# ---- block 1 ----
**config.mk**
```make
export PLATFORM = sky130hd
export DESIGN_NAME = pq_shift_array
export DESIGN_NICKNAME = d
export VERILOG_FILES = /design/src/rtl/pq_pkg.sv /design/src/rtl/pq_cell.sv /design/src/rtl/pq_shift_array.sv
export SDC_FILE = /design/constraint.sdc
export NUM_CORES = 1
export LEC_CHECK = 0
export CAP_MARGIN = 15
export CORE_AREA = 2 2 188 190
export DETAILED_ROUTE_END_ITERATION = 6
export DIE_AREA = 0 0 190 192
export GPL_ROUTABILITY_DRIVEN = 1
export PLACE_DENSITY = 0.45
export SYNTH_ARGS = -nofsm -noshare
export SYNTH_HDL_FRONTEND = slang
export SYNTH_SLANG_ARGS = --single-unit
```
**constraint.sdc**
```tcl
create_clock -name clk -period 8.7 [get_ports clk]
set_clock_uncertainty 0.05 [all_clocks]
set_input_delay 1.74 -clock clk [delete_from_list [all_inputs] [get_ports clk]]
set_output_delay 1.74 -clock clk [all_outputs]
set_load 0.01 [all_outputs]
```
**src/rtl/pq_pkg.sv**
```systemverilog
// Shared types and helpers for the shift-array priority queue.
// Keys are compared through a fixed-width helper so every key width can share it.
package pq_pkg;

    localparam int PQ_MAX_KW = 64;

    typedef enum logic [1:0] {
        OP_NOP,
        OP_INSERT,
        OP_REMOVE,
        OP_REPLACE
    } pq_op_e;

    typedef enum logic [1:0] {
        SEL_HOLD,
        SEL_LEFT,
        SEL_RIGHT,
        SEL_NEW
    } pq_sel_e;

    function automatic pq_op_e decode_op(input logic enq, input logic deq, input logic repl);
        pq_op_e op;
        op = OP_NOP;
        if (repl || (enq && deq)) begin
            op = OP_REPLACE;
        end else if (enq) begin
            op = OP_INSERT;
        end else if (deq) begin
            op = OP_REMOVE;
        end
        return op;
    endfunction

    // Strict comparison: an equal key is never better, so ties land behind (FIFO).
    function automatic logic better(input logic [PQ_MAX_KW-1:0] a,
                                    input logic [PQ_MAX_KW-1:0] b,
                                    input logic                 min_first);
        return min_first ? (a < b) : (a > b);
    endfunction

endpackage

```
**src/rtl/pq_cell.sv**
```systemverilog
// One storage cell of the systolic queue: holds an entry and picks its next
// contents from itself, a neighbour or the broadcast operand.
module pq_cell
    import pq_pkg::*;
#(
    parameter int KW        = 8,
    parameter int VW        = 8,
    parameter int MIN_FIRST = 1,
    parameter bit FIRST     = 1'b0
) (
    input  logic          clk,
    input  logic          rst,
    input  pq_op_e        op,
    input  logic [KW-1:0] new_key,
    input  logic [VW-1:0] new_val,
    input  logic          left_vld,
    input  logic [KW-1:0] left_key,
    input  logic [VW-1:0] left_val,
    input  logic          right_vld,
    input  logic [KW-1:0] right_key,
    input  logic [VW-1:0] right_val,
    input  logic          cmp_left,
    input  logic          cmp_right,
    output logic          vld,
    output logic [KW-1:0] key,
    output logic [VW-1:0] val,
    output logic          cmp
);

    pq_sel_e sel;

    // An empty cell always loses to the new entry, which keeps the compare
    // vector monotonic along the array.
    assign cmp = !vld || better(PQ_MAX_KW'(new_key), PQ_MAX_KW'(key), MIN_FIRST != 0);

    // On replace the array shifts toward cell 0 until the new entry's slot; the
    // old head's compare is meaningless since that entry is being discarded.
    always_comb begin
        sel = SEL_HOLD;
        case (op)
            OP_INSERT: begin
                if (cmp_left) begin
                    sel = SEL_LEFT;
                end else if (cmp) begin
                    sel = SEL_NEW;
                end
            end
            OP_REMOVE: sel = SEL_RIGHT;
            OP_REPLACE: begin
                if (cmp && !FIRST) begin
                    sel = SEL_HOLD;
                end else if (cmp_right) begin
                    sel = SEL_NEW;
                end else begin
                    sel = SEL_RIGHT;
                end
            end
            default: sel = SEL_HOLD;
        endcase
    end

    always_ff @(posedge clk or negedge rst) begin
        if (!rst) begin
            vld <= 1'b0;
            key <= '0;
            val <= '0;
        end else begin
            case (sel)
                SEL_LEFT: begin
                    vld <= left_vld;
                    key <= left_key;
                    val <= left_val;
                end
                SEL_RIGHT: begin
                    vld <= right_vld;
                    key <= right_key;
                    val <= right_val;
                end
                SEL_NEW: begin
                    vld <= 1'b1;
                    key <= new_key;
                    val <= new_val;
                end
                default: begin
                    vld <= vld;
                    key <= key;
                    val <= val;
                end
            endcase
        end
    end

endmodule

```
**src/rtl/pq_shift_array.sv**
```systemverilog
// Single-cycle sorted priority queue built from DEPTH pq_cell instances; evicts
// the lowest-priority entry on overflow instead of stalling.
module pq_shift_array
    import pq_pkg::*;
#(
    parameter int KW        = 8,
    parameter int VW        = 8,
    parameter int DEPTH     = 8,
    parameter int MIN_FIRST = 1,
    localparam int CW       = $clog2(DEPTH + 1)
) (
    input  logic          clk,
    input  logic          rst,
    input  logic          enq,
    input  logic          deq,
    input  logic          repl,
    input  logic [KW-1:0] key_i,
    input  logic [VW-1:0] val_i,
    output logic          rdy_o,
    output logic          top_vld_o,
    output logic [KW-1:0] top_key_o,
    output logic [VW-1:0] top_val_o,
    output logic          evict_vld_o,
    output logic [KW-1:0] evict_key_o,
    output logic [VW-1:0] evict_val_o,
    output logic [CW-1:0] cnt_o,
    output logic          full_o,
    output logic          empty_o
);

    logic [DEPTH-1:0] cell_vld;
    logic [DEPTH-1:0] cell_cmp;
    logic [KW-1:0]    cell_key [DEPTH];
    logic [VW-1:0]    cell_val [DEPTH];
    pq_op_e           op;

    assign full_o  = (cnt_o == CW'(DEPTH));
    assign empty_o = (cnt_o == '0);

    // Replace on an empty queue has nothing to discard, so it is a plain insert.
    always_comb begin
        op = OP_NOP;
        if (rdy_o) begin
            op = decode_op(enq, deq, repl);
            if (op == OP_REPLACE && empty_o) begin
                op = OP_INSERT;
            end
        end
    end

    for (genvar i = 0; i < DEPTH; i++) begin : g_cell
        logic          l_vld, r_vld, l_cmp, r_cmp;
        logic [KW-1:0] l_key, r_key;
        logic [VW-1:0] l_val, r_val;

        if (i == 0) begin : g_head
            assign l_vld = 1'b0;
            assign l_key = '0;
            assign l_val = '0;
            assign l_cmp = 1'b0;
        end else begin : g_body
            assign l_vld = cell_vld[i-1];
            assign l_key = cell_key[i-1];
            assign l_val = cell_val[i-1];
            assign l_cmp = cell_cmp[i-1];
        end

        if (i == DEPTH - 1) begin : g_tail
            assign r_vld = 1'b0;
            assign r_key = '0;
            assign r_val = '0;
            assign r_cmp = 1'b1;
        end else begin : g_inner
            assign r_vld = cell_vld[i+1];
            assign r_key = cell_key[i+1];
            assign r_val = cell_val[i+1];
            assign r_cmp = cell_cmp[i+1];
        end

        pq_cell #(
            .KW(KW), .VW(VW), .MIN_FIRST(MIN_FIRST), .FIRST(i == 0)
        ) u_cell (
            .clk(clk), .rst(rst), .op(op),
            .new_key(key_i), .new_val(val_i),
            .left_vld(l_vld), .left_key(l_key), .left_val(l_val),
            .right_vld(r_vld), .right_key(r_key), .right_val(r_val),
            .cmp_left(l_cmp), .cmp_right(r_cmp),
            .vld(cell_vld[i]), .key(cell_key[i]), .val(cell_val[i]),
            .cmp(cell_cmp[i])
        );
    end

    assign top_vld_o = cell_vld[0];
    assign top_key_o = cell_key[0];
    assign top_val_o = cell_val[0];

    always_ff @(posedge clk or negedge rst) begin
        if (!rst) begin
            rdy_o <= 1'b0;
            cnt_o <= '0;
        end else begin
            rdy_o <= 1'b1;
            if (op == OP_INSERT && !full_o) begin
                cnt_o <= cnt_o + CW'(1);
            end else if (op == OP_REMOVE && !empty_o) begin
                cnt_o <= cnt_o - CW'(1);
            end
        end
    end

    // When full, whichever of the tail entry or the new entry ranks last is dropped.
    always_ff @(posedge clk or negedge rst) begin
        if (!rst) begin
            evict_vld_o <= 1'b0;
            evict_key_o <= '0;
            evict_val_o <= '0;
        end else if (op == OP_INSERT && full_o) begin
            evict_vld_o <= 1'b1;
            evict_key_o <= cell_cmp[DEPTH-1] ? cell_key[DEPTH-1] : key_i;
            evict_val_o <= cell_cmp[DEPTH-1] ? cell_val[DEPTH-1] : val_i;
        end else begin
            evict_vld_o <= 1'b0;
            evict_key_o <= '0;
            evict_val_o <= '0;
        end
    end

endmodule

```
# ---- block 2 ----
File: src/rtl/multi_channel_mean_unit.sv
// multi_channel_mean_unit: accumulates NUM_CH parallel sample streams over a
// programmable window of N samples, then divides each channel sum by N on one
// shared restoring divider, giving unsigned Q(DATA_WIDTH).(FRAC_BITS) means.
// Optional build macro MEAN_UNIT_VARIANCE_EN adds per-channel sum-of-squares
// and a var_out port computed on the same divider after the mean phase.
module multi_channel_mean_unit #(
   parameter int unsigned DATA_WIDTH = 8,
   parameter int unsigned NUM_CH     = 3,
   parameter int unsigned CNT_WIDTH  = 20,
   parameter int unsigned FRAC_BITS  = 8
) (
   input  logic                           clk,
   input  logic                           rst,
   input  logic [CNT_WIDTH-1:0]           total_samples,
   input  logic                           start,
   input  logic [NUM_CH*DATA_WIDTH-1:0]   data_in,
   input  logic                           data_valid,
   output logic [NUM_CH*(DATA_WIDTH+FRAC_BITS)-1:0] mean_out,
   output logic                           ready,
   output logic                           busy,
   output logic                           err_zero
`ifdef MEAN_UNIT_VARIANCE_EN
   ,output logic [NUM_CH*2*DATA_WIDTH-1:0] var_out
`endif
);

   localparam int unsigned ACC_WIDTH = DATA_WIDTH + CNT_WIDTH;
   localparam int unsigned MW        = DATA_WIDTH + FRAC_BITS;
   localparam int unsigned CHW       = (NUM_CH > 1) ? $clog2(NUM_CH) : 1;
`ifdef MEAN_UNIT_VARIANCE_EN
   localparam int unsigned VW        = 2 * DATA_WIDTH;
   localparam int unsigned SQ_WIDTH  = VW + CNT_WIDTH;
   localparam int unsigned SHW       = (MW > VW) ? MW : VW;
`else
   localparam int unsigned SHW       = MW;
`endif
   localparam int unsigned BCW       = $clog2(SHW + 1);

   typedef enum logic [1:0] {IDLE, ACCUM, DIV, DONE} state_t;

   state_t                 state_q, state_d;
   logic [CNT_WIDTH-1:0]   n_q;
   logic [CNT_WIDTH-1:0]   count_q;
   logic [ACC_WIDTH-1:0]   sum_q [NUM_CH];
   logic [CHW-1:0]         ch_idx_q;
   logic [BCW-1:0]         bit_cnt_q;
   logic [CNT_WIDTH-1:0]   rem_q;
   logic [SHW-1:0]         sh_q;
   logic                   ready_d, busy_d, err_d;
`ifdef MEAN_UNIT_VARIANCE_EN
   logic [SQ_WIDTH-1:0]    sumsq_q [NUM_CH];
   logic                   phase_q;
`endif

   logic [CNT_WIDTH-1:0]   init_rem_c, cur_rem_c, new_rem_c;
   logic [SHW-1:0]         init_sh_c, cur_sh_c, new_sh_c;
   logic [CNT_WIDTH:0]     trial_c;
   logic [BCW-1:0]         len_c;
   logic                   qbit_c, ch_last_c, div_last_c;

   // Divider step: operand is loaded combinationally on the first bit of each
   // channel, left-aligned so the next dividend bit is always the MSB of sh.
   always_comb begin
      len_c      = BCW'(MW);
      init_rem_c = CNT_WIDTH'(sum_q[ch_idx_q] >> DATA_WIDTH);
      init_sh_c  = SHW'({sum_q[ch_idx_q][DATA_WIDTH-1:0], FRAC_BITS'(0)}) << (SHW - MW);
`ifdef MEAN_UNIT_VARIANCE_EN
      if (phase_q) begin
         len_c      = BCW'(VW);
         init_rem_c = CNT_WIDTH'(sumsq_q[ch_idx_q] >> VW);
         init_sh_c  = SHW'(sumsq_q[ch_idx_q][VW-1:0]) << (SHW - VW);
      end
`endif
      cur_rem_c  = (bit_cnt_q == '0) ? init_rem_c : rem_q;
      cur_sh_c   = (bit_cnt_q == '0) ? init_sh_c  : sh_q;
      trial_c    = {cur_rem_c, cur_sh_c[SHW-1]};
      qbit_c     = (trial_c >= {1'b0, n_q});
      new_rem_c  = qbit_c ? CNT_WIDTH'(trial_c - {1'b0, n_q}) : CNT_WIDTH'(trial_c);
      new_sh_c   = {cur_sh_c[SHW-2:0], qbit_c};
      ch_last_c  = (bit_cnt_q == len_c - BCW'(1));
`ifdef MEAN_UNIT_VARIANCE_EN
      div_last_c = ch_last_c && (ch_idx_q == CHW'(NUM_CH - 1)) && phase_q;
`else
      div_last_c = ch_last_c && (ch_idx_q == CHW'(NUM_CH - 1));
`endif
   end

   // State register
   always_ff @(posedge clk) begin
      if (rst) state_q <= IDLE;
      else     state_q <= state_d;
   end

   // Next-state logic; start overrides every state
   always_comb begin
      state_d = state_q;
      if (start) begin
         state_d = (total_samples == '0) ? DONE : ACCUM;
      end else begin
         case (state_q)
            ACCUM: if (data_valid && (count_q + CNT_WIDTH'(1) == n_q)) state_d = DIV;
            DIV:   if (div_last_c) state_d = DONE;
            default: ;
         endcase
      end
   end

   // Output logic: next values of the registered status flags
   always_comb begin
      ready_d = (state_d == DONE);
      busy_d  = (state_d == ACCUM) || (state_d == DIV);
      err_d   = err_zero;
      if (start) err_d = (total_samples == '0);
   end

   // Registered status outputs
   always_ff @(posedge clk) begin
      if (rst) begin
         ready    <= 1'b0;
         busy     <= 1'b0;
         err_zero <= 1'b0;
      end else begin
         ready    <= ready_d;
         busy     <= busy_d;
         err_zero <= err_d;
      end
   end

   // Datapath: accumulation, divider registers and result write-back
   always_ff @(posedge clk) begin
      if (rst) begin
         n_q       <= '0;
         count_q   <= '0;
         ch_idx_q  <= '0;
         bit_cnt_q <= '0;
         rem_q     <= '0;
         sh_q      <= '0;
         mean_out  <= '0;
         for (int c = 0; c < NUM_CH; c++) sum_q[c] <= '0;
`ifdef MEAN_UNIT_VARIANCE_EN
         phase_q   <= 1'b0;
         var_out   <= '0;
         for (int c = 0; c < NUM_CH; c++) sumsq_q[c] <= '0;
`endif
      end else if (start) begin
         n_q       <= total_samples;
         count_q   <= '0;
         ch_idx_q  <= '0;
         bit_cnt_q <= '0;
         for (int c = 0; c < NUM_CH; c++) sum_q[c] <= '0;
         if (total_samples == '0) mean_out <= '0;
`ifdef MEAN_UNIT_VARIANCE_EN
         phase_q   <= 1'b0;
         for (int c = 0; c < NUM_CH; c++) sumsq_q[c] <= '0;
         if (total_samples == '0) var_out <= '0;
`endif
      end else if (state_q == ACCUM) begin
         if (data_valid) begin
            count_q <= count_q + CNT_WIDTH'(1);
            for (int c = 0; c < NUM_CH; c++) begin
               sum_q[c] <= sum_q[c] + ACC_WIDTH'(data_in[c*DATA_WIDTH +: DATA_WIDTH]);
`ifdef MEAN_UNIT_VARIANCE_EN
               sumsq_q[c] <= sumsq_q[c] + SQ_WIDTH'(VW'(data_in[c*DATA_WIDTH +: DATA_WIDTH]) *
                                                    VW'(data_in[c*DATA_WIDTH +: DATA_WIDTH]));
`endif
            end
         end
      end else if (state_q == DIV) begin
         rem_q <= new_rem_c;
         sh_q  <= new_sh_c;
         if (ch_last_c) begin
            bit_cnt_q <= '0;
`ifdef MEAN_UNIT_VARIANCE_EN
            if (phase_q) begin
               var_out[int'(ch_idx_q)*VW +: VW] <= new_sh_c[VW-1:0] -
                  VW'(mean_out[int'(ch_idx_q)*MW + FRAC_BITS +: DATA_WIDTH]) *
                  VW'(mean_out[int'(ch_idx_q)*MW + FRAC_BITS +: DATA_WIDTH]);
            end else begin
               mean_out[int'(ch_idx_q)*MW +: MW] <= new_sh_c[MW-1:0];
            end
            if (ch_idx_q == CHW'(NUM_CH - 1)) begin
               ch_idx_q <= '0;
               phase_q  <= 1'b1;
            end else begin
               ch_idx_q <= ch_idx_q + CHW'(1);
            end
`else
            mean_out[int'(ch_idx_q)*MW +: MW] <= new_sh_c[MW-1:0];
            if (ch_idx_q == CHW'(NUM_CH - 1)) ch_idx_q <= '0;
            else                              ch_idx_q <= ch_idx_q + CHW'(1);
`endif
         end else begin
            bit_cnt_q <= bit_cnt_q + BCW'(1);
         end
      end
   end

endmodule
File: config.mk
export PLATFORM = sky130hd
export DESIGN_NAME = multi_channel_mean_unit
export DESIGN_NICKNAME = d
export VERILOG_FILES = /design/src/rtl/multi_channel_mean_unit.sv
export SDC_FILE = /design/constraint.sdc
export NUM_CORES = 1
export LEC_CHECK = 0
export CAP_MARGIN = 20
export CORE_MARGIN = 1.5
export CORE_UTILIZATION = 55
export CTS_BUF_LIST = sky130_fd_sc_hd__clkbuf_16
export CTS_CLUSTER_SIZE = 14
export DETAILED_ROUTE_END_ITERATION = 12
export PLACE_DENSITY = 0.76
export SLEW_MARGIN = 30
export SYNTH_ARGS = -nofsm -noshare
export SYNTH_HDL_FRONTEND = slang
export SYNTH_SLANG_ARGS = --single-unit
export TNS_END_PERCENT = 20
File: constraint.sdc
create_clock -name clk -period 10 [get_ports clk]
set_input_delay 2 -clock clk [delete_from_list [all_inputs] [get_ports clk]]
set_output_delay 2 -clock clk [all_outputs]
set_load 0.005 [all_outputs]
# ---- block 3 ----
$ cat src/rtl/rv_fetch.sv
// Instruction fetch stage: owns the PC, issues single-outstanding word reads and
// buffers returned instructions in a 2-entry FIFO whose head is presented to decode.
module rv_fetch #(
    parameter int unsigned     XLEN         = 32,
    parameter logic [XLEN-1:0] RESET_VECTOR = '0
) (
    input  logic            i_clk,
    input  logic            i_reset_n,
    input  logic            i_stall,
    input  logic            i_pc_sel,
    input  logic [XLEN-1:0] i_pc_target,
    output logic            o_bus_req,
    output logic [XLEN-1:0] o_bus_addr,
    input  logic            i_bus_ack,
    input  logic [XLEN-1:0] i_bus_rdata,
    output logic            o_fetch_ack,
    output logic [XLEN-1:0] o_instr,
    output logic [XLEN-1:0] o_pc,
    output logic [XLEN-1:0] o_pc_p4
);

    localparam int unsigned     CNT_W      = 2;
    localparam logic [XLEN-1:0] WORD_BYTES = XLEN'(4);
    localparam logic [XLEN-1:0] ALIGN_MASK = ~XLEN'(3);
    localparam logic [XLEN-1:0] RESET_PC   = RESET_VECTOR & ALIGN_MASK;

    localparam logic [0:0] S_RUN   = 1'b0;
    localparam logic [0:0] S_DRAIN = 1'b1;

    logic [0:0]       state_q,     state_d;
    logic [XLEN-1:0]  pc_q,        pc_d;
    logic             req_q,       req_d;
    logic [XLEN-1:0]  addr_q,      addr_d;
    logic [CNT_W-1:0] cnt_q,       cnt_d;
    logic [XLEN-1:0]  e0_instr_q,  e0_instr_d;
    logic [XLEN-1:0]  e0_pc_q,     e0_pc_d;
    logic [XLEN-1:0]  e1_instr_q,  e1_instr_d;
    logic [XLEN-1:0]  e1_pc_q,     e1_pc_d;
    logic             fetch_ack_q, fetch_ack_d;
    logic [XLEN-1:0]  pc_p4_q,     pc_p4_d;

    logic             pop_c;
    logic             push_c;
    logic [CNT_W-1:0] cnt_pop_c;

    // Next-state logic; entry 0 is always the FIFO head and holds its value when empty
    always_comb begin
        state_d     = state_q;
        pc_d        = pc_q;
        req_d       = req_q;
        addr_d      = addr_q;
        cnt_d       = cnt_q;
        e0_instr_d  = e0_instr_q;
        e0_pc_d     = e0_pc_q;
        e1_instr_d  = e1_instr_q;
        e1_pc_d     = e1_pc_q;

        pop_c     = fetch_ack_q & ~i_stall & ~i_pc_sel;
        push_c    = req_q & i_bus_ack & (state_q == S_RUN) & ~i_pc_sel;
        cnt_pop_c = cnt_q - CNT_W'(pop_c);

        if (i_pc_sel) begin
            cnt_d = '0;
            pc_d  = i_pc_target & ALIGN_MASK;
            if (req_q && !i_bus_ack) begin
                state_d = S_DRAIN;
            end else begin
                state_d = S_RUN;
                req_d   = 1'b0;
            end
        end else begin
            if (pop_c && cnt_q == CNT_W'(2)) begin
                e0_instr_d = e1_instr_q;
                e0_pc_d    = e1_pc_q;
            end
            if (push_c) begin
                if (cnt_pop_c == '0) begin
                    e0_instr_d = i_bus_rdata;
                    e0_pc_d    = pc_q;
                end else begin
                    e1_instr_d = i_bus_rdata;
                    e1_pc_d    = pc_q;
                end
                pc_d = pc_q + WORD_BYTES;
            end
            cnt_d = cnt_pop_c + CNT_W'(push_c);

            // Ack closes the request (discarding data in DRAIN); no reissue in the same cycle
            if (req_q && i_bus_ack) begin
                req_d   = 1'b0;
                state_d = S_RUN;
            end else if (!req_q && state_q == S_RUN && cnt_pop_c != CNT_W'(2)) begin
                req_d  = 1'b1;
                addr_d = pc_q;
            end
        end

        fetch_ack_d = (cnt_d != '0);
        pc_p4_d     = (cnt_d != '0) ? (e0_pc_d + WORD_BYTES) : pc_p4_q;
    end

    always_ff @(posedge i_clk) begin
        if (!i_reset_n) begin
            state_q     <= S_RUN;
            pc_q        <= RESET_PC;
            req_q       <= 1'b0;
            addr_q      <= '0;
            cnt_q       <= '0;
            e0_instr_q  <= '0;
            e0_pc_q     <= '0;
            e1_instr_q  <= '0;
            e1_pc_q     <= '0;
            fetch_ack_q <= 1'b0;
            pc_p4_q     <= '0;
        end else begin
            state_q     <= state_d;
            pc_q        <= pc_d;
            req_q       <= req_d;
            addr_q      <= addr_d;
            cnt_q       <= cnt_d;
            e0_instr_q  <= e0_instr_d;
            e0_pc_q     <= e0_pc_d;
            e1_instr_q  <= e1_instr_d;
            e1_pc_q     <= e1_pc_d;
            fetch_ack_q <= fetch_ack_d;
            pc_p4_q     <= pc_p4_d;
        end
    end

    assign o_bus_req   = req_q;
    assign o_bus_addr  = addr_q;
    assign o_fetch_ack = fetch_ack_q;
    assign o_instr     = e0_instr_q;
    assign o_pc        = e0_pc_q;
    assign o_pc_p4     = pc_p4_q;

endmodule
$ cat config.mk
export PLATFORM = sky130hd
export DESIGN_NAME = rv_fetch
export DESIGN_NICKNAME = d
export VERILOG_FILES = /design/src/rtl/rv_fetch.sv
export SDC_FILE = /design/constraint.sdc
export NUM_CORES = 1
export LEC_CHECK = 0
export ABC_AREA = 0
export CAP_MARGIN = 20
export CORE_MARGIN = 4
export CORE_UTILIZATION = 45
export DETAILED_ROUTE_END_ITERATION = 10
export PLACE_DENSITY = 0.74
export REMOVE_ABC_BUFFERS = 1
export SLEW_MARGIN = 20
export SYNTH_ARGS = -nofsm -noshare
export SYNTH_HDL_FRONTEND = slang
export SYNTH_SLANG_ARGS = --single-unit
$ cat constraint.sdc
create_clock -name i_clk -period 3.64 [get_ports i_clk]
set_input_delay 0.364 -clock i_clk [delete_from_list [all_inputs] [get_ports i_clk]]
set_output_delay 0.364 -clock i_clk [all_outputs]
set_load 0.02 [all_outputs]
# ---- block 4 ----
### src/rtl/ip1_wm_stream_ctrl_if.sv
// Load and weight valid/ready streams of the ip1 weight-SRAM controller.
// master is the controller side; slave is the producer/consumer side.
interface ip1_wm_stream_ctrl_if #(
    parameter int DATA_WIDTH = 16
);
    logic                  s_valid;
    logic                  s_ready;
    logic [DATA_WIDTH-1:0] s_data;
    logic                  m_valid;
    logic                  m_ready;
    logic [DATA_WIDTH-1:0] m_data;
    logic                  m_last;

    modport master (
        input  s_valid, s_data, m_ready,
        output s_ready, m_valid, m_data, m_last
    );

    modport slave (
        output s_valid, s_data, m_ready,
        input  s_ready, m_valid, m_data, m_last
    );
endinterface

### src/rtl/ip1_wm_stream_ctrl.sv
// Loads weights into the ip1 SRAM from a stream, or streams them back out in address order.
// First read word is valid two cycles after rd_start; a 2-entry skid FIFO covers SRAM latency under m_ready stalls.
module ip1_wm_stream_ctrl #(
    parameter int DATA_WIDTH = 16,
    parameter int ADDR_WIDTH = 8,
    parameter int RAM_DEPTH  = 1 << ADDR_WIDTH
) (
    input  logic                  clk0,
    input  logic                  rst0_n,
    input  logic                  load_start,
    input  logic                  rd_start,
    input  logic [ADDR_WIDTH:0]   cfg_len,
    ip1_wm_stream_ctrl_if.master  strm,
    output logic                  busy,
    output logic                  done,
    output logic                  cfg_err,
    output logic                  sram_csb0,
    output logic                  sram_web0,
    output logic [ADDR_WIDTH-1:0] sram_addr0,
    output logic [DATA_WIDTH-1:0] sram_din0,
    input  logic [DATA_WIDTH-1:0] sram_dout0
);
    typedef enum logic [1:0] {ST_IDLE, ST_LOAD, ST_READ} state_t;

    localparam logic [ADDR_WIDTH:0] LEN_MAX = (ADDR_WIDTH+1)'(RAM_DEPTH);
    localparam logic [ADDR_WIDTH:0] PTR_ONE = (ADDR_WIDTH+1)'(1);

    state_t                state;
    state_t                state_nxt;
    logic [ADDR_WIDTH:0]   ptr;
    logic [ADDR_WIDTH:0]   len;
    logic [ADDR_WIDTH:0]   len_m1;
    logic                  len_ok;
    logic                  is_last;
    logic                  done_nxt;
    logic                  cfg_err_nxt;
    logic                  start_op;
    logic                  ptr_inc;
    logic                  issue;
    logic                  pop;
    logic [2:0]            occ_after_pop;
    logic                  inflight;
    logic                  inflight_last;
    logic [DATA_WIDTH-1:0] fifo_dat [2];
    logic                  fifo_lst [2];
    logic                  wr_sel;
    logic                  rd_sel;
    logic [1:0]            fifo_cnt;

    assign len_ok        = (cfg_len != '0) && (cfg_len <= LEN_MAX);
    assign len_m1        = len - PTR_ONE;
    assign is_last       = (ptr == len_m1);
    assign pop           = strm.m_valid && strm.m_ready;
    // Words already owed to the consumer once this cycle's pop retires.
    assign occ_after_pop = 3'(fifo_cnt) + 3'(inflight) - 3'(pop);

    assign busy         = (state != ST_IDLE);
    assign strm.s_ready = (state == ST_LOAD);
    assign strm.m_valid = (fifo_cnt != 2'd0);
    assign strm.m_data  = fifo_dat[rd_sel];
    assign strm.m_last  = fifo_lst[rd_sel] && strm.m_valid;
    assign sram_din0    = strm.s_data;

    always_ff @(posedge clk0 or negedge rst0_n) begin
        if (!rst0_n) begin
            state <= ST_IDLE;
        end else begin
            state <= state_nxt;
        end
    end

    always_comb begin
        state_nxt   = state;
        done_nxt    = 1'b0;
        cfg_err_nxt = 1'b0;
        start_op    = 1'b0;
        ptr_inc     = 1'b0;
        issue       = 1'b0;
        sram_csb0   = 1'b1;
        sram_web0   = 1'b1;
        sram_addr0  = ptr[ADDR_WIDTH-1:0];
        case (state)
            ST_IDLE: begin
                if (load_start || rd_start) begin
                    if (!len_ok) begin
                        cfg_err_nxt = 1'b1;
                    end else begin
                        start_op  = 1'b1;
                        state_nxt = load_start ? ST_LOAD : ST_READ;
                    end
                end
            end
            ST_LOAD: begin
                sram_csb0 = !strm.s_valid;
                sram_web0 = 1'b0;
                if (strm.s_valid) begin
                    ptr_inc = 1'b1;
                    if (is_last) begin
                        state_nxt = ST_IDLE;
                        done_nxt  = 1'b1;
                    end
                end
            end
            ST_READ: begin
                if ((ptr < len) && (occ_after_pop < 3'd2)) begin
                    issue     = 1'b1;
                    ptr_inc   = 1'b1;
                    sram_csb0 = 1'b0;
                end
                if (pop && strm.m_last) begin
                    state_nxt = ST_IDLE;
                    done_nxt  = 1'b1;
                end
            end
            default: state_nxt = ST_IDLE;
        endcase
    end

    always_ff @(posedge clk0 or negedge rst0_n) begin
        if (!rst0_n) begin
            ptr           <= '0;
            len           <= '0;
            inflight      <= 1'b0;
            inflight_last <= 1'b0;
        end else begin
            if (start_op) begin
                ptr <= '0;
                len <= cfg_len;
            end else if (ptr_inc) begin
                ptr <= ptr + PTR_ONE;
            end
            inflight      <= issue;
            inflight_last <= issue && is_last;
        end
    end

    // dout0 is only meaningful on the edge right after the issuing edge.
    always_ff @(posedge clk0 or negedge rst0_n) begin
        if (!rst0_n) begin
            fifo_dat[0] <= '0;
            fifo_dat[1] <= '0;
            fifo_lst[0] <= 1'b0;
            fifo_lst[1] <= 1'b0;
            wr_sel      <= 1'b0;
            rd_sel      <= 1'b0;
            fifo_cnt    <= 2'd0;
        end else begin
            if (inflight) begin
                fifo_dat[wr_sel] <= sram_dout0;
                fifo_lst[wr_sel] <= inflight_last;
                wr_sel           <= !wr_sel;
            end
            if (pop) begin
                rd_sel <= !rd_sel;
            end
            fifo_cnt <= fifo_cnt + 2'(inflight) - 2'(pop);
        end
    end

    always_ff @(posedge clk0 or negedge rst0_n) begin
        if (!rst0_n) begin
            done    <= 1'b0;
            cfg_err <= 1'b0;
        end else begin
            done    <= done_nxt;
            cfg_err <= cfg_err_nxt;
        end
    end

    a_fifo_bound: assert property (@(posedge clk0) disable iff (!rst0_n)
        (3'(fifo_cnt) + 3'(inflight)) <= 3'd2);

endmodule

### src/flat_wrapper.sv
// flat-port wrapper written by rule: the top's interface ports become plain ports
module ip1_wm_stream_ctrl_flat 
#(
    parameter int DATA_WIDTH = 16,
    parameter int ADDR_WIDTH = 8,
    parameter int RAM_DEPTH  = 1 << ADDR_WIDTH
)
  (clk0, rst0_n, load_start, rd_start, cfg_len, busy, done, cfg_err, sram_csb0, sram_web0, sram_addr0, sram_din0, sram_dout0, strm_s_valid, strm_s_data, strm_m_ready, strm_s_ready, strm_m_valid, strm_m_data, strm_m_last);
  ip1_wm_stream_ctrl_if #(.DATA_WIDTH(DATA_WIDTH)) strm_i ();
  input  logic clk0;
  input  logic rst0_n;
  input  logic load_start;
  input  logic rd_start;
  input  logic [ADDR_WIDTH:0] cfg_len;
  output logic busy;
  output logic done;
  output logic cfg_err;
  output logic sram_csb0;
  output logic sram_web0;
  output logic [ADDR_WIDTH-1:0] sram_addr0;
  output logic [DATA_WIDTH-1:0] sram_din0;
  input  logic [DATA_WIDTH-1:0] sram_dout0;
  input wire logic [$bits(strm_i.s_valid)-1:0] strm_s_valid;
  input wire logic [$bits(strm_i.s_data)-1:0] strm_s_data;
  input wire logic [$bits(strm_i.m_ready)-1:0] strm_m_ready;
  output wire logic [$bits(strm_i.s_ready)-1:0] strm_s_ready;
  output wire logic [$bits(strm_i.m_valid)-1:0] strm_m_valid;
  output wire logic [$bits(strm_i.m_data)-1:0] strm_m_data;
  output wire logic [$bits(strm_i.m_last)-1:0] strm_m_last;
  assign strm_i.s_valid = strm_s_valid;
  assign strm_i.s_data = strm_s_data;
  assign strm_i.m_ready = strm_m_ready;
  assign strm_s_ready = strm_i.s_ready;
  assign strm_m_valid = strm_i.m_valid;
  assign strm_m_data = strm_i.m_data;
  assign strm_m_last = strm_i.m_last;
  ip1_wm_stream_ctrl #(.DATA_WIDTH(DATA_WIDTH), .ADDR_WIDTH(ADDR_WIDTH), .RAM_DEPTH(RAM_DEPTH)) u_core (.clk0(clk0), .rst0_n(rst0_n), .load_start(load_start), .rd_start(rd_start), .cfg_len(cfg_len), .strm(strm_i), .busy(busy), .done(done), .cfg_err(cfg_err), .sram_csb0(sram_csb0), .sram_web0(sram_web0), .sram_addr0(sram_addr0), .sram_din0(sram_din0), .sram_dout0(sram_dout0));
endmodule
### config.mk
export PLATFORM = sky130hd
export DESIGN_NAME = ip1_wm_stream_ctrl_flat
export DESIGN_NICKNAME = d
export VERILOG_FILES = /design/src/rtl/ip1_wm_stream_ctrl_if.sv /design/src/rtl/ip1_wm_stream_ctrl.sv /design/src/flat_wrapper.sv
export SDC_FILE = /design/constraint.sdc
export NUM_CORES = 1
export LEC_CHECK = 0
export CAP_MARGIN = 20
export CORE_AREA = 2 2 93 95
export DETAILED_ROUTE_END_ITERATION = 12
export DIE_AREA = 0 0 95 97
export GPL_ROUTABILITY_DRIVEN = 0
export HOLD_SLACK_MARGIN = 0.1
export PLACE_DENSITY = 0.75
export RECOVER_POWER = 25
export SLEW_MARGIN = 30
export SYNTH_ARGS = -nofsm -noshare
export SYNTH_HDL_FRONTEND = slang
export SYNTH_SLANG_ARGS = --single-unit
### constraint.sdc
create_clock -name clk0 -period 3.2 [get_ports clk0]
set_clock_uncertainty 0.1 [all_clocks]
set_input_delay 0.64 -clock clk0 [delete_from_list [all_inputs] [get_ports clk0]]
set_output_delay 0.64 -clock clk0 [all_outputs]
set_load 0.01 [all_outputs]
Fig. 1: block 4, placement by cell class
(4 px per micron) Fill, decap, tap and diode cells in grey.
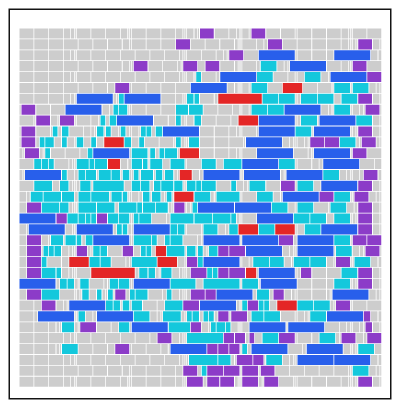
[red] clock drivers and dummy loads | cells: 16 | share of their area: 5.1%
[blue] flops | cells: 62 | share of their area: 34%
[cyan] combinational and other logic | cells: 234 | share of their area: 41%
[purple] other buffers and delay cells | cells: 96 | share of their area: 20%
area inside the core boundary: 0.008134 sq mm
final non-filler cell area: 0.004664 sq mm
sequential portion of the cell area: 0.3326

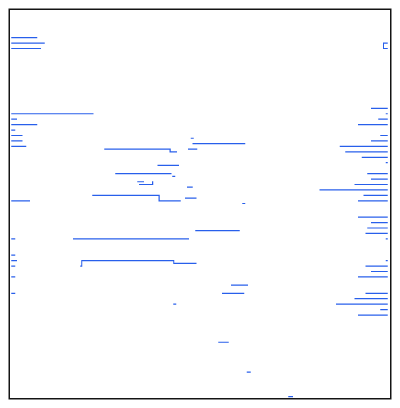
Fig. 2. Metal 3 (block 4).
(4 px per micron)
share of all routed wire: 4.9%
main direction: horizontal
met3 capacity usage during global routing: 0.04984
via count: 2755
sum of routed wire length over all layers: 8242 microns

==> impl_metrics.yaml, block 4 <==
# yosys + openroad results
synthesis:
  simple_gate_area_frac: 0.1049
  yosys_warnings: 0
  total_nets_after_synthesis: 393
  synth_area_per_cell_sq_um: 10.70
  synthArstFlopShare: 1.000
clock_network:
  postCtsSetupRepairBufs: 24
  number_of_hold_repair_buffers_added_at_the_cts_stage: 0
  buffer_type_at_the_clock_tree_root: "sky130_fd_sc_hd__clkbuf_8"
run_status:
  outcome: "complete, but fails checks"
  violated_checks: "capacitance limit, slew limit, setup timing"
die:
  ios: 95
  dieHeight_microns: 97
worst_setup_path:
  crit_type: "reg -> out"
  cpPeakStageDelay_ps: 460
  r2r_cells: 15
  worst_setup_path_start_kind: "flop"
  worst-r2r-setup-slack_ps: -130
  end_kind: "primary output"
final_layout:
  fill_cells: 681
  areaGrowthSynthToFinish_pct: 32.53
  ff_latch_area_sq_mm: 0.001551
global_routing:
  grt_util_met2: 0.3273
  met1_usage: 0.2423
timing:
  report.final.slew_viol_count: 63
  fin_ws_ps: -463.5
  setup_viol: 7
power:
  p_switching_mw: 1.624
  p_seq_frac: 0.283
  power.static_leakage_nw: 2.028
placed_design:
  detailedPlacementHpwl_microns: 5644
worst_hold_path:
  hold_path_startpoint: "u_core.fifo_dat[26]"
job:
  maxCapViolations: 1
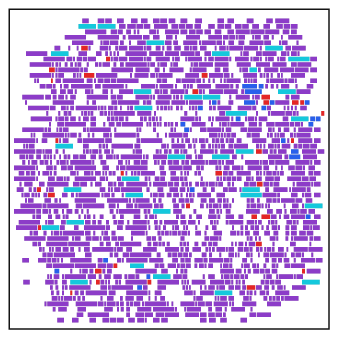
Fig. 3. Cells by drive strength (block 2).
(2 px per micron)
[cyan] _6 and larger | cells: 33
[red] _2 cells | cells: 32
[blue] _3 and _4 cells | cells: 24
[purple] _0 and _1 cells | cells: 1524
area added between synthesis and finish: 15.02%
fin worst setup slack: 4897 ps
final non-filler cell area: 0.01542 sq mm
number of buffers outside the clock class in the layout: 114

==> impl_metrics.yaml, block 2 <==
# yosys + openroad results
synthesis:
  synth_area_per_cell_sq_um: 8.674
  ys_area_sq_mm: 0.01341
  topCellsByArea: "sky130_fd_sc_hd__dfxtp_1 21%, sky130_fd_sc_hd__edfxtp_1 19%, sky130_fd_sc_hd__nor2_1 6.4%, sky130_fd_sc_hd__ha_1 5.0%, sky130_fd_sc_hd__xnor2_1 4.6%"
  yosys_warnings: 0
worst_setup_path:
  r2r_cells: 12
  critical_register_to_register_path_endpoint: "rem_q[2]"
  cpPeakStageDelay_ps: 940
run_status:
  outcome: "finished, final reports clean"
global_routing:
  first_global_vias: 11290
  grt_remaining_overflow: 0
  top_usage_layer: "met2"
power:
  p_seq_frac: 0.438
timing:
  min_period_over_period: 0.5103
final_layout:
  registers.top_by_ff_count: "sum_q"
  largest_reg_flops: 84
worst_hold_path:
  timing.hold.worst.class: "reg -> reg"
route:
  highest_layer: "met4"
placed_design:
  dp_cells: 1886
clock_network:
  clock_latency_ps: 530
  tritoncts: "done"
die:
  core_sq_mm: 0.02368
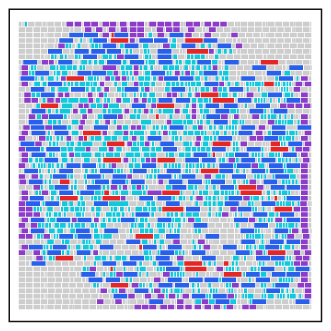
Fig. 4. Placement by cell class (block 3).
(2 px per micron) Fill, decap, tap and diode cells in grey.
[cyan] combinational and other logic | cells: 882 | share of their area: 38%
[red] clock drivers and dummy loads | cells: 42 | share of their area: 6.8%
[purple] other buffers and delay cells | cells: 276 | share of their area: 20%
[blue] flops | cells: 223 | share of their area: 35%
area inside the core boundary: 0.02115 sq mm
sequential portion of the cell area: 0.3399

==> impl_metrics.yaml, block 3 <==
# yosys + openroad results
timing:
  relSlewSlack: 0.4791
  min_period_over_period: 0.9174
  hold_ws_ps: 428.3
  clock-skew-final_ps: 7.541
  report.final.slew_viol_count: 0
  period_needed_ps: 3339
synthesis:
  synthArstFlopShare: 0
  aoi_share: 0.2137
  ys_area_sq_mm: 0.009766
  ys_sh_xor: 0.03677
  synth.cellmix.adderShare: 0.005125
  synth_top_cell_by_count: "sky130_fd_sc_hd__nand2_1"
  ys_seq_frac: 0.4571
  synthDistinctLibCells: 63
  synth-seq-cells: 223
placed_design:
  place.gp.congestion: 0.8811
  dp_cells: 1656
  placement.io_buffers: 194
job:
  stage_log_warning_count: 29
  maxCapViolations: 0
worst_setup_path:
  cp_top_family: "simple AND/OR/NAND/NOR gates"
  crit_chain: "clkdlybuf4s50_1 > or3b_4 > clkinv_4 > ha_1 > nor2b_2 > a22oi_2 > a221o_1 > ha_1 > nand2_1 > or3_1 > or4_1 > a31oi_1"
  critPathRequiredTime_ps: 4080
  worst_setup_path_endpoint: "o_pc_p4[28]"
  cell_count_along_the_critical_path: 12
clock_network:
  h-tree-depth: 1
  buffer_type_at_the_clock_tree_root: "sky130_fd_sc_hd__clkbuf_16"
global_routing:
  grt_use_total: 0.2397
final_layout:
  num-clock-buffers: 31
  combAreaFraction: 0.3673
  buffers: 276
die:
  die_width_microns: 155.3
run_status:
  outcome: "finished, final reports clean"
power:
  power.combinational.fraction: 0.101
  cell_internal_pwr_mw: 4.455
  pwr-share-clk: 0.454
worst_hold_path:
  timing.hold.worst.class: "in -> reg"
route:
  routed_wire_length_per_instance_microns: 17.60
  detailed_routing_iteration_count_for_the_pre_antenna_repair_pass: 5
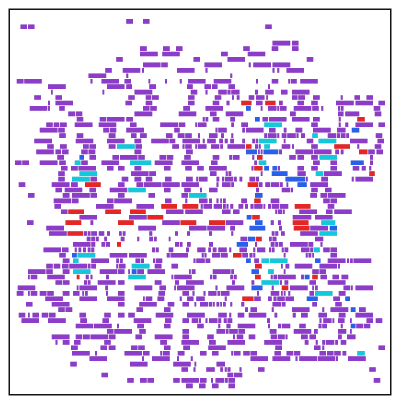
Fig. 5. Cells by drive strength (block 1).
(2 px per micron)
[blue] _3 and _4 cells | cells: 30
[red] _2 cells | cells: 36
[cyan] _6 and larger | cells: 29
[purple] _0 and _1 cells | cells: 876
area added between synthesis and finish: 13.97%
number of buffers outside the clock class in the layout: 72

==> impl_metrics.yaml, block 1 <==
# yosys + openroad results
synthesis:
  synth.cellmix.adderShare: 0.07279
  post_synth_mux_area_share: 0.2689
  ys_sh_xor: 0.001710
  ys_area_sq_mm: 0.01024
  topCellsByArea: "sky130_fd_sc_hd__dfrtp_1 39%, sky130_fd_sc_hd__mux2i_1 23%, sky130_fd_sc_hd__ha_1 7.1%, sky130_fd_sc_hd__mux4_2 3.5%, sky130_fd_sc_hd__inv_1 2.9%"
worst_setup_path:
  critPathRequiredTime_ps: 8950
  worst_setup_path_endpoint: "g_cell[4].u_cell.val[4]"
  cp_max_fo: 18
route:
  met2_length_microns: 13600
  detail-route-antenna-nets: 0
  highest_layer: "met4"
  routed_wire_length_per_instance_microns: 19.37
final_layout:
  combAreaFraction: 0.4789
  buffer_area_frac: 0.05947
  leading_cell_types_in_the_layout_fill_and_taps_excluded: "231 x sky130_fd_sc_hd__mux2i_1, 158 x sky130_fd_sc_hd__dfrtp_1, 78 x sky130_fd_sc_hd__inv_1, 60 x sky130_fd_sc_hd__clkdlybuf4s50_1, 58 x sky130_fd_sc_hd__ha_1"
  share_of_cells_above_drive_strength_1: 0.09784
  ff_latch_area_sq_mm: 0.003954
global_routing:
  grt_use_total: 0.1576
power:
  power.sequential.total_mw: 1.40
  pwr-share-clk: 0.187
worst_hold_path:
  timing.hold.worst.class: "reg -> reg"
clock_network:
  cts_max_path_buffers: 2
  tritoncts: "done"
  cts.repair.resized: 0
timing:
  hold_ws_ps: 466.8
  fin_setup_tns_ps: 0
  period_needed_ps: 5207
  report.final.slew_viol_count: 0
run_status:
  outcome: "finished, final reports clean"

==> gallery <==
Gate-type map.
picture 1
(2 px per micron)
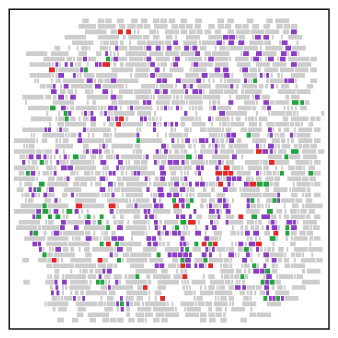
picture 2
(2 px per micron)
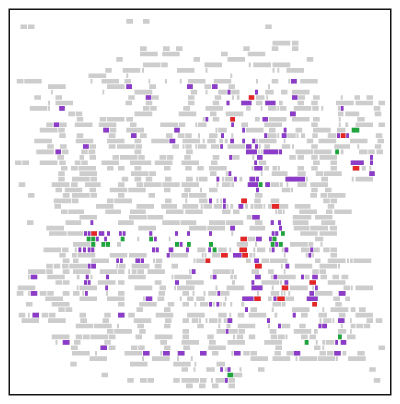
picture 3
(4 px per micron)
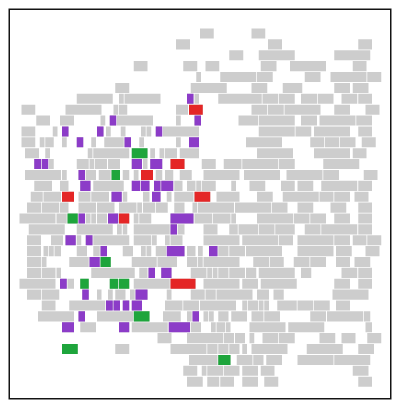
picture 4
(2 px per micron)
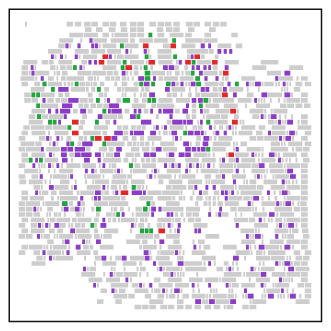
| picture | from |
|---|---|
| picture 3 | block 4 |
| picture 2 | block 1 |
| picture 1 | block 2 |
| picture 4 | block 3 |
- largest die: picture 2

Key to picture 4:
[green] AND and OR gates | cells: 58 | most used: and2_1
[purple] inverting AOI/OAI gates | cells: 288 | most used: a21oi_1 | where: spread over the die
[red] AND-OR and OR-AND gates | cells: 20 | most used: a31o_2



## Gallery

Metal 3.
shot_01.png
(3 px per micron)
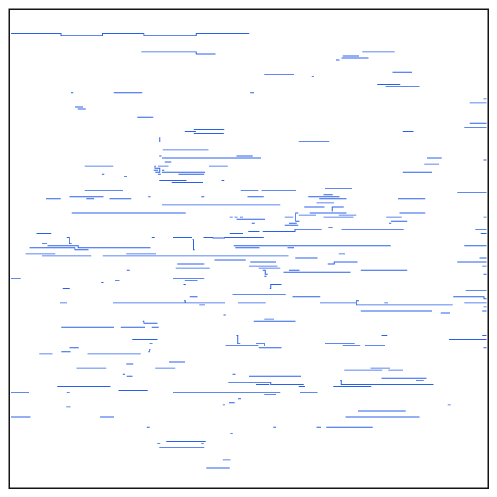
shot_02.png
(2 px per micron)
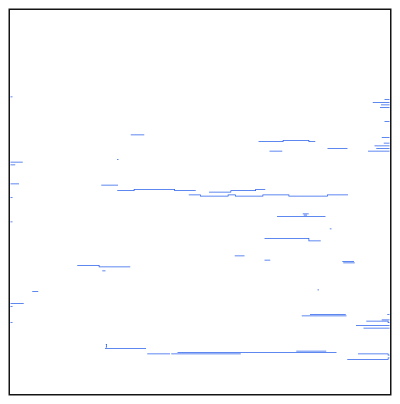
shot_03.png
(3 px per micron)
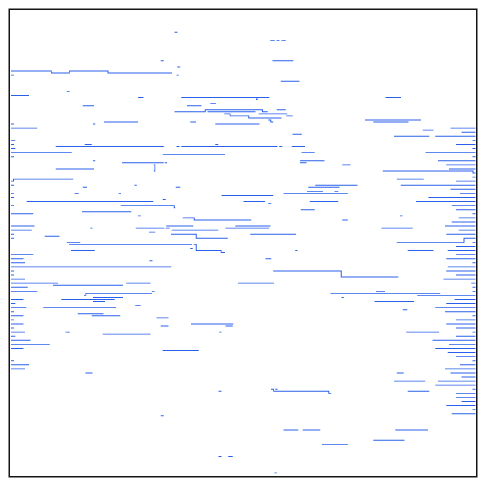
shot_01.png comes from block 2.
shot_03.png comes from block 3.
shot_02.png comes from block 1.

Key to shot_02.png:
longest straight run: 79.1 microns
main direction: horizontal
nets with wire on the layer: 43
wire length on this layer: 676 microns
share of all routed wire: 2.5%


==> gallery <==
Routing congestion map.
panel A
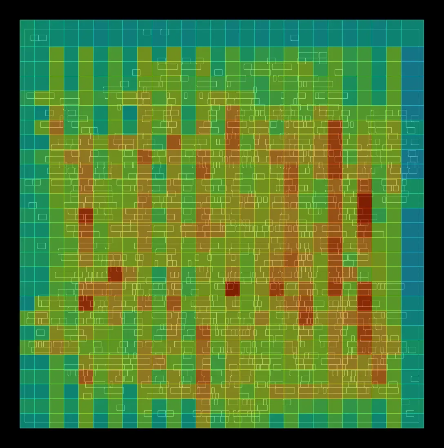
panel B
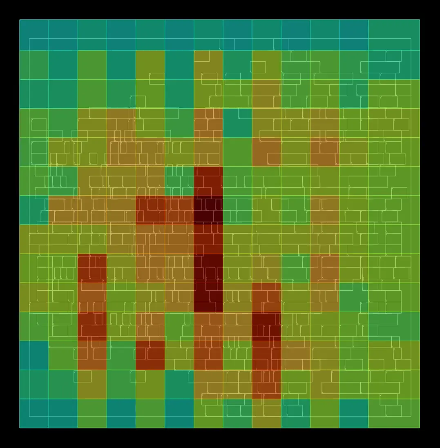
panel C
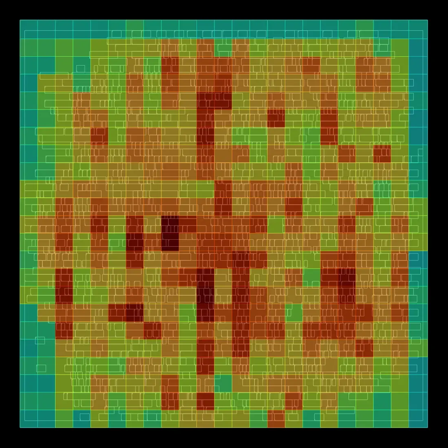
panel D
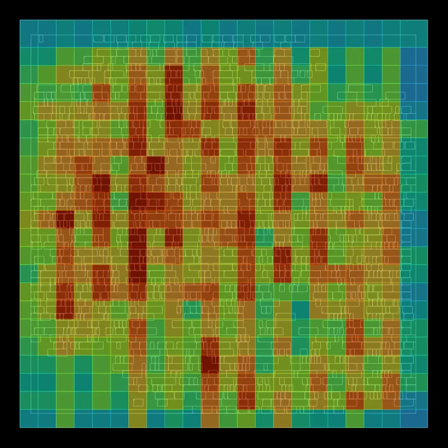
Panel C is block 2.
Panel D is block 3.
Panel A is block 1.
Panel B is block 4.
- highest track usage: panel C
- lowest track usage: panel A

Power is estimated from default activity; no workload was simulated.
